######## io_bank_ctrl ########
Figure 1. The metal 3 layer (io_bank_ctrl).
Scale bar: 50 um.
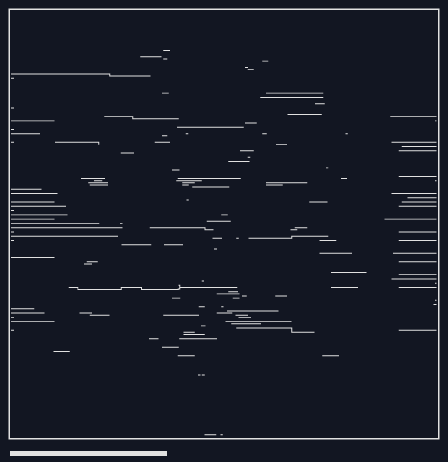
$ cat config.mk
export PLATFORM = sky130hd
export DESIGN_NAME = io_bank_ctrl
export DESIGN_NICKNAME = d
export VERILOG_FILES = /design/src/rtl/io_bank_ctrl.sv
export SDC_FILE = /design/constraint.sdc
export NUM_CORES = 1
export LEC_CHECK = 0
export ABC_AREA = 1
export CAP_MARGIN = 15
export CORE_MARGIN = 10
export CORE_UTILIZATION = 56
export CTS_CLUSTER_SIZE = 10
export DETAILED_ROUTE_END_ITERATION = 10
export PLACE_DENSITY = 0.8
export SLEW_MARGIN = 20
export SYNTH_ARGS = -nofsm -noshare
export SYNTH_HDL_FRONTEND = slang
export SYNTH_SLANG_ARGS = --single-unit
$ cat constraint.sdc
create_clock -name clk_i -period 1.4 [get_ports clk_i]
set_input_delay 0.35 -clock clk_i [delete_from_list [all_inputs] [get_ports clk_i]]
set_output_delay 0.35 -clock clk_i [all_outputs]
set_load 0.05 [all_outputs]
$ cat src/rtl/io_bank_ctrl.sv
// IO bank controller: per-pad shadow/active configuration with a guarded commit,
// plus a synchronised, optionally debounced input path with sticky rise events.
module io_bank_ctrl #(
    parameter int NUM_PADS     = 8,
    parameter int IOCELL_CFG_W = 3,
    parameter int GUARD_CYCLES = 2,
    parameter int FILTER_LEN   = 4,
    localparam int AW = (NUM_PADS > 1) ? $clog2(NUM_PADS) : 1,
    localparam int WW = IOCELL_CFG_W + 2
) (
    input  logic                             clk_i,
    input  logic                             rst_ni,
    input  logic                             cfg_valid_i,
    output logic                             cfg_ready_o,
    input  logic [AW-1:0]                    cfg_addr_i,
    input  logic [WW-1:0]                    cfg_wdata_i,
    input  logic                             cfg_apply_i,
    output logic                             cfg_busy_o,
    input  logic [NUM_PADS-1:0]              core_out_i,
    output logic [NUM_PADS-1:0]              core_in_o,
    output logic [NUM_PADS-1:0]              evt_rise_o,
    input  logic [NUM_PADS-1:0]              evt_clr_i,
    output logic [NUM_PADS*IOCELL_CFG_W-1:0] cell_cfg_o,
    output logic [NUM_PADS-1:0]              cell_from_core_o,
    input  logic [NUM_PADS-1:0]              cell_to_core_i
);

    localparam int GW = $clog2(GUARD_CYCLES + 1);
    localparam int FW = $clog2(FILTER_LEN + 1);

    typedef enum logic [1:0] {
        ST_IDLE   = 2'b00,
        ST_GUARD  = 2'b01,
        ST_COMMIT = 2'b10
    } state_e;

    state_e                                   state_q, state_d;
    logic [GW-1:0]                            gcnt_q, gcnt_d;
    logic                                     busy_q, busy_d;
    logic                                     ready_q, ready_d;
    logic [NUM_PADS-1:0][1:0]                 sh_mode_q, sh_mode_d, act_mode_q, act_mode_d;
    logic [NUM_PADS-1:0][IOCELL_CFG_W-1:0]    sh_cfg_q, sh_cfg_d, act_cfg_q, act_cfg_d;
    logic [NUM_PADS-1:0]                      sync1_q, sync2_q;
    logic [NUM_PADS-1:0]                      filt_q, filt_d;
    logic [NUM_PADS-1:0][FW-1:0]              fcnt_q, fcnt_d;
    logic [NUM_PADS-1:0]                      evt_q, evt_d;
    logic [NUM_PADS-1:0][IOCELL_CFG_W-1:0]    cell_cfg_q, cell_cfg_d;
    logic [NUM_PADS-1:0]                      from_core_q, from_core_d;

    logic                                     wr_s;
    logic                                     start_s;
    logic                                     commit_s;
    logic [NUM_PADS-1:0]                      changed_s;
    logic [NUM_PADS-1:0]                      guard_s;

    assign wr_s     = cfg_valid_i & ready_q;
    assign start_s  = cfg_apply_i & ready_q;
    assign commit_s = (state_q == ST_COMMIT);

    // Pads whose shadow differs from active; only those are forced safe while busy.
    always_comb begin
        changed_s = '0;
        for (int i = 0; i < NUM_PADS; i++) begin
            changed_s[i] = (sh_mode_q[i] != act_mode_q[i]) || (sh_cfg_q[i] != act_cfg_q[i]);
        end
        if (state_q != ST_IDLE) begin
            guard_s = changed_s;
        end else begin
            guard_s = '0;
        end
    end

    // Apply sequencer next-state; busy also covers the cycle the outputs pick up the new config.
    always_comb begin
        state_d = state_q;
        gcnt_d  = gcnt_q;
        case (state_q)
            ST_IDLE: begin
                if (start_s) begin
                    state_d = ST_GUARD;
                    gcnt_d  = '0;
                end else begin
                    state_d = ST_IDLE;
                end
            end
            ST_GUARD: begin
                if (gcnt_q == GW'(GUARD_CYCLES - 1)) begin
                    state_d = ST_COMMIT;
                    gcnt_d  = '0;
                end else begin
                    gcnt_d  = gcnt_q + GW'(1);
                end
            end
            ST_COMMIT: begin
                state_d = ST_IDLE;
            end
            default: begin
                state_d = ST_IDLE;
                gcnt_d  = '0;
            end
        endcase
        busy_d  = (state_d != ST_IDLE) || (state_q != ST_IDLE);
        ready_d = !busy_d;
    end

    // Shadow writes (out-of-range addresses match no pad) and the active commit.
    always_comb begin
        sh_mode_d = sh_mode_q;
        sh_cfg_d  = sh_cfg_q;
        for (int i = 0; i < NUM_PADS; i++) begin
            if (wr_s && (cfg_addr_i == AW'(i))) begin
                sh_mode_d[i] = cfg_wdata_i[WW-1:IOCELL_CFG_W];
                sh_cfg_d[i]  = cfg_wdata_i[IOCELL_CFG_W-1:0];
            end else begin
                sh_mode_d[i] = sh_mode_q[i];
                sh_cfg_d[i]  = sh_cfg_q[i];
            end
        end
        if (commit_s) begin
            act_mode_d = sh_mode_q;
            act_cfg_d  = sh_cfg_q;
        end else begin
            act_mode_d = act_mode_q;
            act_cfg_d  = act_cfg_q;
        end
    end

    // Input conditioning, event flags and next values of the registered pad outputs.
    always_comb begin
        filt_d      = '0;
        fcnt_d      = '0;
        evt_d       = '0;
        cell_cfg_d  = '0;
        from_core_d = '0;
        for (int i = 0; i < NUM_PADS; i++) begin
            case (act_mode_q[i])
                2'b10: begin
                    filt_d[i] = sync2_q[i];
                    fcnt_d[i] = '0;
                end
                2'b11: begin
                    if (sync2_q[i] != filt_q[i]) begin
                        if (fcnt_q[i] == FW'(FILTER_LEN - 1)) begin
                            filt_d[i] = sync2_q[i];
                            fcnt_d[i] = '0;
                        end else begin
                            filt_d[i] = filt_q[i];
                            fcnt_d[i] = fcnt_q[i] + FW'(1);
                        end
                    end else begin
                        filt_d[i] = filt_q[i];
                        fcnt_d[i] = '0;
                    end
                end
                default: begin
                    filt_d[i] = 1'b0;
                    fcnt_d[i] = '0;
                end
            endcase
            evt_d[i] = (filt_d[i] & ~filt_q[i] & act_mode_q[i][1]) | (evt_q[i] & ~evt_clr_i[i]);
            if (commit_s && changed_s[i]) begin
                filt_d[i] = 1'b0;
                fcnt_d[i] = '0;
                evt_d[i]  = 1'b0;
            end else begin
                evt_d[i]  = evt_d[i];
            end
            if (guard_s[i]) begin
                cell_cfg_d[i]  = '0;
                from_core_d[i] = 1'b0;
            end else begin
                cell_cfg_d[i]  = act_cfg_q[i];
                from_core_d[i] = (act_mode_q[i] == 2'b01) ? core_out_i[i] : 1'b0;
            end
        end
    end

    // State and datapath registers.
    always_ff @(posedge clk_i or negedge rst_ni) begin
        if (!rst_ni) begin
            state_q     <= ST_IDLE;
            gcnt_q      <= '0;
            busy_q      <= 1'b0;
            ready_q     <= 1'b1;
            sh_mode_q   <= '0;
            sh_cfg_q    <= '0;
            act_mode_q  <= '0;
            act_cfg_q   <= '0;
            sync1_q     <= '0;
            sync2_q     <= '0;
            filt_q      <= '0;
            fcnt_q      <= '0;
            evt_q       <= '0;
            cell_cfg_q  <= '0;
            from_core_q <= '0;
        end else begin
            state_q     <= state_d;
            gcnt_q      <= gcnt_d;
            busy_q      <= busy_d;
            ready_q     <= ready_d;
            sh_mode_q   <= sh_mode_d;
            sh_cfg_q    <= sh_cfg_d;
            act_mode_q  <= act_mode_d;
            act_cfg_q   <= act_cfg_d;
            sync1_q     <= cell_to_core_i;
            sync2_q     <= sync1_q;
            filt_q      <= filt_d;
            fcnt_q      <= fcnt_d;
            evt_q       <= evt_d;
            cell_cfg_q  <= cell_cfg_d;
            from_core_q <= from_core_d;
        end
    end

    assign cfg_ready_o      = ready_q;
    assign cfg_busy_o       = busy_q;
    assign core_in_o        = filt_q;
    assign evt_rise_o       = evt_q;
    assign cell_cfg_o       = cell_cfg_q;
    assign cell_from_core_o = from_core_q;

endmodule

==> deck_impl_summary.md <==
Run Summary

Placed design
  – # port buffers: 85
  – Placed Cells: 1,120

Die
  – Rows: 42
  – Tapcells: between 150 and 200
  – Chip Width: 136 um
  – Die Ht: 136 um
  – Ports: 86

Yosys
  – Synth top cell by count: nand2_1
  – Yosys stat chip area: 7570 um2
  – Distinct cells, synth: 31
  – Synth top cells by count: 255 x nand2_1, 173 x dfrtp_1, 114 x inv_1
  – Area leader share: about 57%
  – Flip-flops with a built-in enable: 0
  – Yosys adder share: about 1.3%

Routing
  – Top layer in use: met4
  – DRT iter0 DRCs: 497
  – Met3 wire length: 1120 um
  – Metal-1 WL: 7160 um

Final layout
  – Logic area: around 2800 um2
  – Final non-clock buffer share: about 16%
  – Seq cells: 174
  – Comb area share: 27.6%
  – Clock-cell share: under 10%

Setup path
  – CP required: 1.05 ns
  – Startpoint types: flop
  – CP max FO: 2
  – CP Cell Sequence: buf_12

Timing
  – Final Worst Setup Slack: -0.0749 ns
  – Final setup vio count: 27

GRT
  – GR Util met1: 23.4%
  – Gr usage total: between 10% and 20%
  – GR met3 Demand/Resource: 6.01%

Outcome
  – Status: complete, but fails checks
  – Failing checks: negative setup slack

Clock tree
  – # hold bufs at CTS: 1
  – Clock-pin slew on the worst setup and hold paths: 0.06 ns
  – Max clock buf depth: 2

Power and ir drop
  – VDD IR max: roughly 1.7 mV

Flow run
  – Max Cap Viol: 0
Notes on Figure 1 above:
wire length on this layer: 1,120 um
share of all routed wire: 6.3%
nets with wire on the layer: 109
main direction: horizontal

logic make-up after synthesis:
group,after synthesis
simple gates,352
fa+ha+maj,8
buf+inv,145
flops,174
compound gates,172
xor+xnor,6
path summary, 6_finish.rpt:
kind	to	slack, ns
setup / recovery	cfg_ready_o	-0.07
hold / removal	sync1_q[7]	0.34
setup reg to reg	sh_cfg_q[9]	-0.07
hold reg to reg	sync2_q[0]	0.35
max in group asynchronous	core_in_o[2]	0.51
min in group clk_i	sync2_q[0]	0.35

######## fifo_uart_tx ########
==> config.mk <==
export PLATFORM = sky130hd
export DESIGN_NAME = fifo_uart_tx
export DESIGN_NICKNAME = d
export VERILOG_FILES = /design/src/rtl/fifo_uart_tx.sv
export SDC_FILE = /design/constraint.sdc
export NUM_CORES = 1
export LEC_CHECK = 0
export CAP_MARGIN = 20
export CELL_PAD_IN_SITES_DETAIL_PLACEMENT = 0
export CELL_PAD_IN_SITES_GLOBAL_PLACEMENT = 1
export CORE_ASPECT_RATIO = 2
export CORE_MARGIN = 5
export CORE_UTILIZATION = 41
export DETAILED_ROUTE_END_ITERATION = 12
export DONT_BUFFER_PORTS = 1
export PLACE_DENSITY = 0.83
export SLEW_MARGIN = 20
export SYNTH_ARGS = -nofsm -noshare
export SYNTH_HDL_FRONTEND = slang
export SYNTH_SLANG_ARGS = --single-unit
==> constraint.sdc <==
create_clock -name clk -period 1.6 [get_ports clk]
set_input_delay 0.24 -clock clk [delete_from_list [all_inputs] [get_ports clk]]
set_output_delay 0.24 -clock clk [all_outputs]
set_load 0.02 [all_outputs]
==> src/rtl/fifo_uart_tx.sv <==
// fifo_uart_tx
//   Drains a synchronous FIFO, one word at a time, onto an asynchronous serial
//   line. Frame format: start bit (0), DWIDTH data bits LSB first, and one stop bit (1).
//   This block must be the only reader of the FIFO.
//
// Parameters
//   DWIDTH       data bits per frame (equal to the FIFO data width)
//   CLKS_PER_BIT clk cycles per serial bit, minimum 2
//
// Ports
//   clk        single rising-edge clock
//   rstn       synchronous active-low reset
//   fifo_empty FIFO empty flag
//   fifo_dout  FIFO read data, valid the cycle after a fifo_rd_en pulse
//   fifo_rd_en one-cycle pop request per word
//   tx         serial output, idle high
//   busy       high whenever the transmitter is not idle
//   frame_done one-cycle pulse on the last clk of each stop bit
module fifo_uart_tx #(
  parameter int unsigned DWIDTH       = 8,
  parameter int unsigned CLKS_PER_BIT = 16
) (
  input  logic              clk,
  input  logic              rstn,
  input  logic              fifo_empty,
  input  logic [DWIDTH-1:0] fifo_dout,
  output logic              fifo_rd_en,
  output logic              tx,
  output logic              busy,
  output logic              frame_done
);

  localparam int unsigned BAUD_W = $clog2(CLKS_PER_BIT);
  localparam int unsigned BIT_W  = $clog2(DWIDTH) + 1;

  localparam logic [BAUD_W-1:0] BAUD_LAST   = BAUD_W'(CLKS_PER_BIT - 1);
  localparam logic [BAUD_W-1:0] BAUD_PENULT = BAUD_W'(CLKS_PER_BIT - 2);
  localparam logic [BIT_W-1:0]  BIT_LAST    = BIT_W'(DWIDTH - 1);

  typedef enum logic [2:0] {
    IDLE,
    FETCH,
    LOAD,
    START,
    DATA,
    STOP
  } state_t;

  state_t              r_state;
  logic [BAUD_W-1:0]   r_baud;
  logic [BIT_W-1:0]    r_bit;
  logic [DWIDTH-1:0]   r_shift;
  logic                r_tx;
  logic                r_rd_en;
  logic                r_busy;
  logic                r_done;

  logic                w_baud_last;
  logic [DWIDTH-1:0]   w_shift_next;

  assign w_baud_last  = (r_baud == BAUD_LAST);
  assign w_shift_next = r_shift >> 1;

  assign tx         = r_tx;
  assign fifo_rd_en = r_rd_en;
  assign busy       = r_busy;
  assign frame_done = r_done;

  // Every output is computed one cycle ahead, on the transition into the state
  // that owns it, so each one comes straight from a flop.
  always_ff @(posedge clk) begin
    if (!rstn) begin
      r_state <= IDLE;
      r_baud  <= '0;
      r_bit   <= '0;
      r_shift <= '0;
      r_tx    <= 1'b1;
      r_rd_en <= 1'b0;
      r_busy  <= 1'b0;
      r_done  <= 1'b0;
    end else begin
      r_rd_en <= 1'b0;
      r_done  <= 1'b0;
      case (r_state)
        IDLE: begin
          r_tx <= 1'b1;
          if (!fifo_empty) begin
            r_state <= FETCH;
            r_rd_en <= 1'b1;
            r_busy  <= 1'b1;
          end
        end
        FETCH: begin
          r_state <= LOAD;
        end
        LOAD: begin
          r_shift <= fifo_dout;
          r_bit   <= '0;
          r_baud  <= '0;
          r_tx    <= 1'b0;
          r_state <= START;
        end
        START: begin
          if (w_baud_last) begin
            r_baud  <= '0;
            r_tx    <= r_shift[0];
            r_state <= DATA;
          end else begin
            r_baud <= r_baud + BAUD_W'(1);
          end
        end
        DATA: begin
          if (w_baud_last) begin
            r_baud  <= '0;
            r_shift <= w_shift_next;
            if (r_bit == BIT_LAST) begin
              r_bit   <= '0;
              r_tx    <= 1'b1;
              r_state <= STOP;
            end else begin
              r_bit <= r_bit + BIT_W'(1);
              r_tx  <= w_shift_next[0];
            end
          end else begin
            r_baud <= r_baud + BAUD_W'(1);
          end
        end
        STOP: begin
          if (w_baud_last) begin
            r_baud <= '0;
            if (!fifo_empty) begin
              r_state <= FETCH;
              r_rd_en <= 1'b1;
            end else begin
              r_state <= IDLE;
              r_busy  <= 1'b0;
            end
          end else begin
            r_baud <= r_baud + BAUD_W'(1);
            // Raised one cycle early so the flop is high during the final stop cycle.
            if (r_baud == BAUD_PENULT) begin
              r_done <= 1'b1;
            end
          end
        end
        default: begin
          r_state <= IDLE;
          r_tx    <= 1'b1;
          r_busy  <= 1'b0;
        end
      endcase
    end
  end

endmodule

Figure 2. Cell classes on the final placement (fifo_uart_tx).
Fill, decap, tap and diode cells in grey.
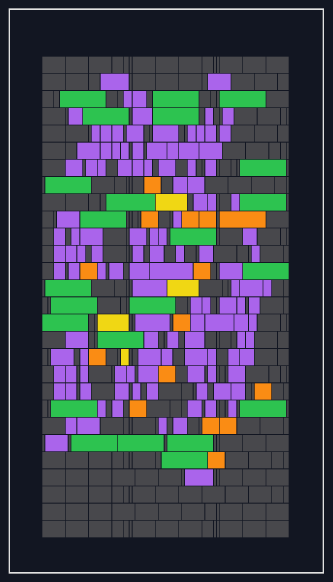
[yellow] clock drivers and dummy loads | cells: 4 | share of their area: 3.2%
[orange] other buffers and delay cells | cells: 15 | share of their area: 9.0%
[green] flops | cells: 23 | share of their area: 33%
[purple] combinational and other logic | cells: 122 | share of their area: 55%
final design utilization: 48.0%
Final Instance Area: 1430 um2

Figure 3. I/O nets highlighted (fifo_uart_tx).
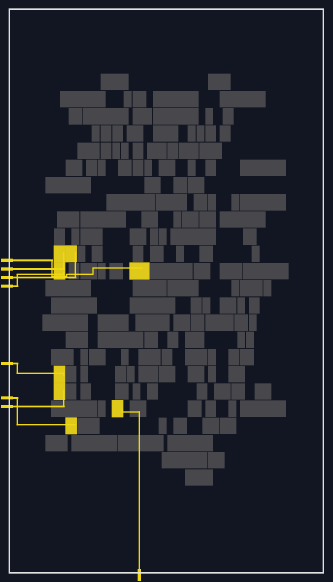
[yellow] `fifo_dout` | direction: input | end cells: 8 | buffers: 0 | wire: 122 um

==> deck_impl_summary.md <==
Run Summary

GRT
  – Met2 global-route usage: 28.1%

Yosys
  – Yosys stat chip area: 1280 um2
  – Asr flop ratio synth: 0%
  – Yosys reg bits: 23

Power and ir drop
  – Seq pwr share: 55.4%
  – Clock share of power: between 30% and 40%
  – Comb pwr: 0.000157 W
  – Pwr top: sequential cells
  – PD cells: approximately 810 nW/um2

Outcome
  – Status: complete, no violations

Setup path
  – Critical path class: reg2reg
  – CP startpoint: r_baud[0]
  – Depth of the most critical reg-to-reg path: 6
  – CP max FO: 8
  – R2r startpoint: r_baud[0]

Hold path
  – Hold path cells: 1
  – HP Class: in2reg

Timing
  – Final-report max-slew violation count: 0

Final layout
  – Register area: 462 um2
  – Logic area: 741 um2
  – # diodes: 0
  – Max FFs per register: 8

Routing
  – DRT iter0 DRCs: 19
-- Yosys cell counts (2+ instances only) --
master    count
dfxtp_1      23
nand2b_1      5
a21oi_1       9
inv_1         5
nor2b_1       4
ha_1          3
nand2_1      23
a31oi_1       3
mux2i_1       3
a32oi_1       2
nand3_1      11
buf_2         6
and3_1        3
clkbuf_1      4
o211a_1       6
nand3b_1      2
nor3_1        2
nor2_1        8
o21ai_0      12
-- routing by layer --
layer  share of wire (%)  up-vias  wire (um)
met5                   0        -          0
met4                 1.7        0         52
met3                 3.3        6         98
met2                  54       19       1630
met1                  41      534       1220
li1                    -      586          -

######## pipe_skid_chain ########
--- src/rtl/pipe_skid_chain.sv ---
`default_nettype none
// ----------------------------------------------------------------------------
// pipe_skid_chain : chain of registered valid/ready skid stages with flush
//                   and occupancy count; every output and in_ready is a flop.
// Revision        : 1.0
// ----------------------------------------------------------------------------

// One main/skid pair; the skid catches the beat that arrives in the cycle
// after downstream stalls, so the upstream ready can come straight from a flop.
module pipe_skid_stage #(
  parameter int DATA_W = 8
) (
  input  logic              clk,
  input  logic              rst_n,
  input  logic              flush_i,
  input  logic              up_valid_i,
  output logic              up_ready_o,
  input  logic [DATA_W-1:0] up_data_i,
  output logic              dn_valid_o,
  input  logic              dn_ready_i,
  output logic [DATA_W-1:0] dn_data_o
);

  logic              m_v_q, m_v_d;
  logic              s_v_q, s_v_d;
  logic              rdy_q;
  logic [DATA_W-1:0] m_d_q, m_d_d;
  logic [DATA_W-1:0] s_d_q, s_d_d;
  logic              w_acc;
  logic              w_leave;

  assign w_acc   = up_valid_i & rdy_q;
  assign w_leave = m_v_q & dn_ready_i;

  // rdy_q mirrors ~s_v_q, so an accept never coincides with a full skid.
  always_comb begin
    m_v_d = m_v_q;
    s_v_d = s_v_q;
    m_d_d = m_d_q;
    s_d_d = s_d_q;
    if (w_leave) begin
      if (s_v_q) begin
        m_d_d = s_d_q;
        s_v_d = 1'b0;
      end else if (w_acc) begin
        m_d_d = up_data_i;
      end else begin
        m_v_d = 1'b0;
      end
    end else if (w_acc) begin
      if (!m_v_q) begin
        m_v_d = 1'b1;
        m_d_d = up_data_i;
      end else begin
        s_v_d = 1'b1;
        s_d_d = up_data_i;
      end
    end
  end

  always_ff @(posedge clk) begin
    if (!rst_n) begin
      m_v_q <= 1'b0;
      s_v_q <= 1'b0;
      rdy_q <= 1'b0;
    end else if (flush_i) begin
      m_v_q <= 1'b0;
      s_v_q <= 1'b0;
      rdy_q <= 1'b1;
    end else begin
      m_v_q <= m_v_d;
      s_v_q <= s_v_d;
      rdy_q <= ~s_v_d;
    end
  end

  // Payload registers carry no reset; their contents only matter under a valid flag.
  always_ff @(posedge clk) begin
    m_d_q <= m_d_d;
    s_d_q <= s_d_d;
  end

  assign up_ready_o = rdy_q;
  assign dn_valid_o = m_v_q;
  assign dn_data_o  = m_d_q;

endmodule

module pipe_skid_chain #(
  parameter  int DATA_W = 8,
  parameter  int STAGES = 2,
  localparam int CNT_W  = $clog2(2*STAGES+1)
) (
  input  logic              clk,
  input  logic              rst_n,
  input  logic              flush,
  input  logic              in_valid,
  output logic              in_ready,
  input  logic [DATA_W-1:0] in_data,
  output logic              out_valid,
  input  logic              out_ready,
  output logic [DATA_W-1:0] out_data,
  output logic [CNT_W-1:0]  occupancy
);

  logic              w_vld [STAGES+1];
  logic              w_rdy [STAGES+1];
  logic [DATA_W-1:0] w_dat [STAGES+1];

  assign w_vld[0]      = in_valid;
  assign w_dat[0]      = in_data;
  assign w_rdy[STAGES] = out_ready;

  generate
    for (genvar k = 0; k < STAGES; k++) begin : g_stage
      pipe_skid_stage #(
        .DATA_W (DATA_W)
      ) u_stage (
        .clk        (clk),
        .rst_n      (rst_n),
        .flush_i    (flush),
        .up_valid_i (w_vld[k]),
        .up_ready_o (w_rdy[k]),
        .up_data_i  (w_dat[k]),
        .dn_valid_o (w_vld[k+1]),
        .dn_ready_i (w_rdy[k+1]),
        .dn_data_o  (w_dat[k+1])
      );
    end
  endgenerate

  assign in_ready  = w_rdy[0];
  assign out_valid = w_vld[STAGES];
  assign out_data  = w_dat[STAGES];

  // Occupancy tracks the boundary handshakes, which equals the number of set valid flags.
  logic             w_in_fire;
  logic             w_out_fire;
  logic [CNT_W-1:0] occ_q, occ_d;

  assign w_in_fire  = in_valid & in_ready;
  assign w_out_fire = out_valid & out_ready;

  always_comb begin
    occ_d = occ_q + CNT_W'(w_in_fire) - CNT_W'(w_out_fire);
  end

  always_ff @(posedge clk) begin
    if (!rst_n || flush) begin
      occ_q <= '0;
    end else begin
      occ_q <= occ_d;
    end
  end

  assign occupancy = occ_q;

endmodule

`default_nettype wire

--- config.mk ---
export PLATFORM = sky130hd
export DESIGN_NAME = pipe_skid_chain
export DESIGN_NICKNAME = d
export VERILOG_FILES = /design/src/rtl/pipe_skid_chain.sv
export SDC_FILE = /design/constraint.sdc
export NUM_CORES = 1
export LEC_CHECK = 0
export ABC_AREA = 1
export CAP_MARGIN = 20
export CORE_MARGIN = 1.5
export CORE_UTILIZATION = 47
export CTS_CLUSTER_DIAMETER = 60
export DETAILED_ROUTE_END_ITERATION = 6
export GPL_TIMING_DRIVEN = 0
export PLACE_DENSITY = 0.8
export SYNTH_ARGS = -nofsm -noshare
export SYNTH_HDL_FRONTEND = slang
export SYNTH_SLANG_ARGS = --single-unit
--- constraint.sdc ---
create_clock -name clk -period 1.44 [get_ports clk]
set_clock_uncertainty 0.05 [all_clocks]
set_input_delay 0.288 -clock clk [delete_from_list [all_inputs] [get_ports clk]]
set_output_delay 0.288 -clock clk [all_outputs]
set_load 0.02 [all_outputs]
Figure 4. Cell outlines without signal wires (pipe_skid_chain).
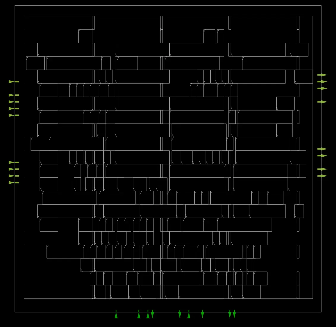
FILL cells: 267
sequential share of cell area: 53.9%

==> deck_impl_summary.md <==
Run Summary

Routing
  – # DRC: 0
  – First drt pass iteration count: 6
  – Top layer in use: met4

Setup path
  – Critical path class: reg2reg
  – CP Cell Sequence: buf_6, nand2_4, inv_2, nand2_2, nand2_2, ha_4, fa_2, inv_2, nor2_2
  – Crit end category: flop

Power and ir drop
  – PD cells: around 1000 nW/um2
  – Power Total: between 0.002 and 0.0025 W
  – Clk power: a little over 0.0007 W
  – VDD IR max: roughly 0.55 mV
  – LEAKAGE: ~0.9 nW

Timing
  – Hold slack: approximately 0.41 ns
  – Final setup vio count: 10
  – Final Worst Setup Slack: -0.224 ns
  – Fmax: between 600 and 700 MHz
  – Final-report max-slew violation count: 0

Outcome
  – Status: complete, but fails checks
  – Failing checks: negative setup slack

GRT
  – Gr busiest metal: met2
  – Vias in the first global route: 1,176
  – Largest net degree at the start of global routing: 13

Placed design
  – Post-DP Area: 1960 um2
  – Routability congestion estimate: 0.780

Final layout
  – # diodes: 0
  – Fin cells: 236
  – Layout Nets: 205
  – Final non-clock buffer share: 15.0%
  – Top Layout Cells: 52 x nand2_1, 32 x edfxtp_1, 11 x inv_1, 11 x nand3_1

Die
  – Rows: 21
  – Total die size: slightly below 4000 um2

Yosys
  – YS warnings: 0
  – Post-synth mux share: 0%
  – Yosys adder share: 1.99%
  – Synth top cell by count: nand2_1
  – Synthesized instance count: roughly 150
  – Post-synth top area cell: edfxtp_1
  – Aoi share: about 1.9%

Clock tree
  – # hold bufs at CTS: 0
  – Clock-pin slew on the worst setup and hold paths: 0.12 ns
  – CTS buffer count: 5
  – CTS tree: yes

Hold path
  – Hold path cells: 0
Figure 5. The metal 3 layer (pipe_skid_chain).
Scale bar: 20 um.
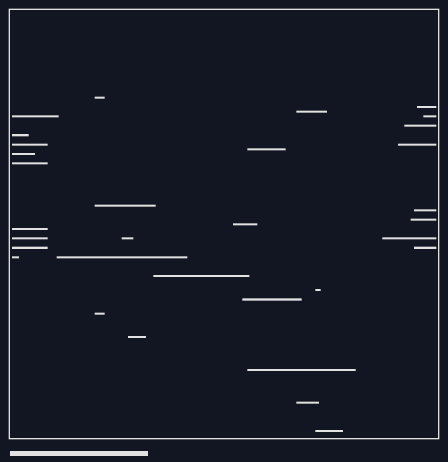
main direction: horizontal
nets with wire on the layer: 25
share of all routed wire: 5.4%
longest straight run: 18.6 um
wire length on this layer: 157 um
DR vias: 1,135
Routed Wire Length: 2910 um

## registers in the layout (all words and copies together) (netlist names)
register	flops
g_stage.u_stage.dn_data_o	16
g_stage.u_stage.dn_valid_o	2
g_stage.u_stage.s_d_q	16
g_stage.u_stage.s_v_q	2
g_stage.u_stage.up_ready_o	2
occupancy	3
## kinds of logic after synthesis
logic type      count (synthesis)
compound gates                  6
buf+inv                        18
simple gates                   81
flops                          41
fa+ha+maj                       2


==> notes/layouts.md <==
Pictures saved along the way, in no particular order.

M2 wires.
shot_01.png
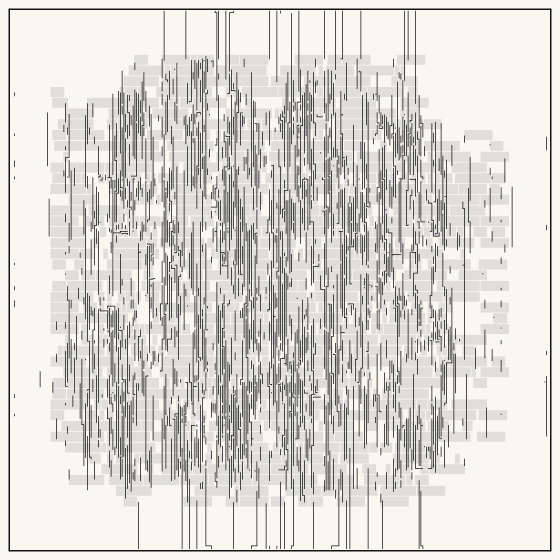
shot_02.png
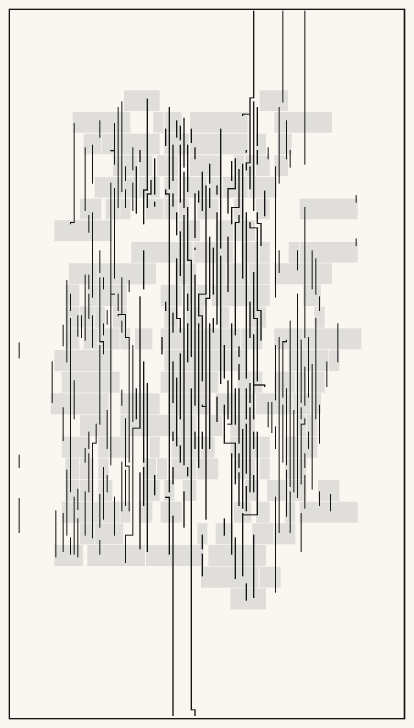
shot_03.png
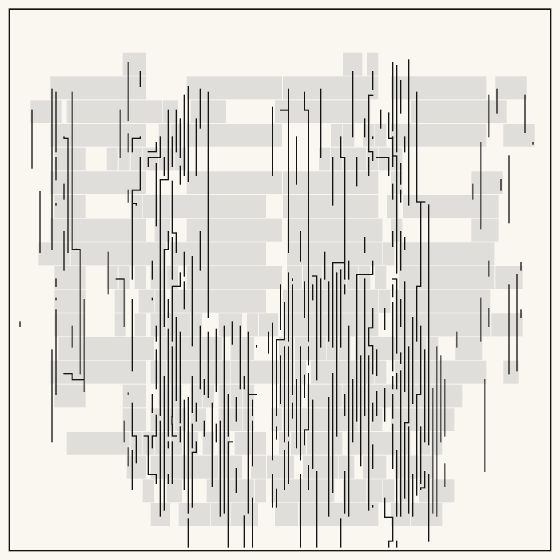
io_bank_ctrl -> shot_01.png
pipe_skid_chain -> shot_03.png
fifo_uart_tx -> shot_02.png

Key to shot_02.png:
main direction: vertical
share of all routed wire: 54%
nets with wire on the layer: 148
wire length on this layer: 1,630 um

Power and IR drop assume default switching activity.
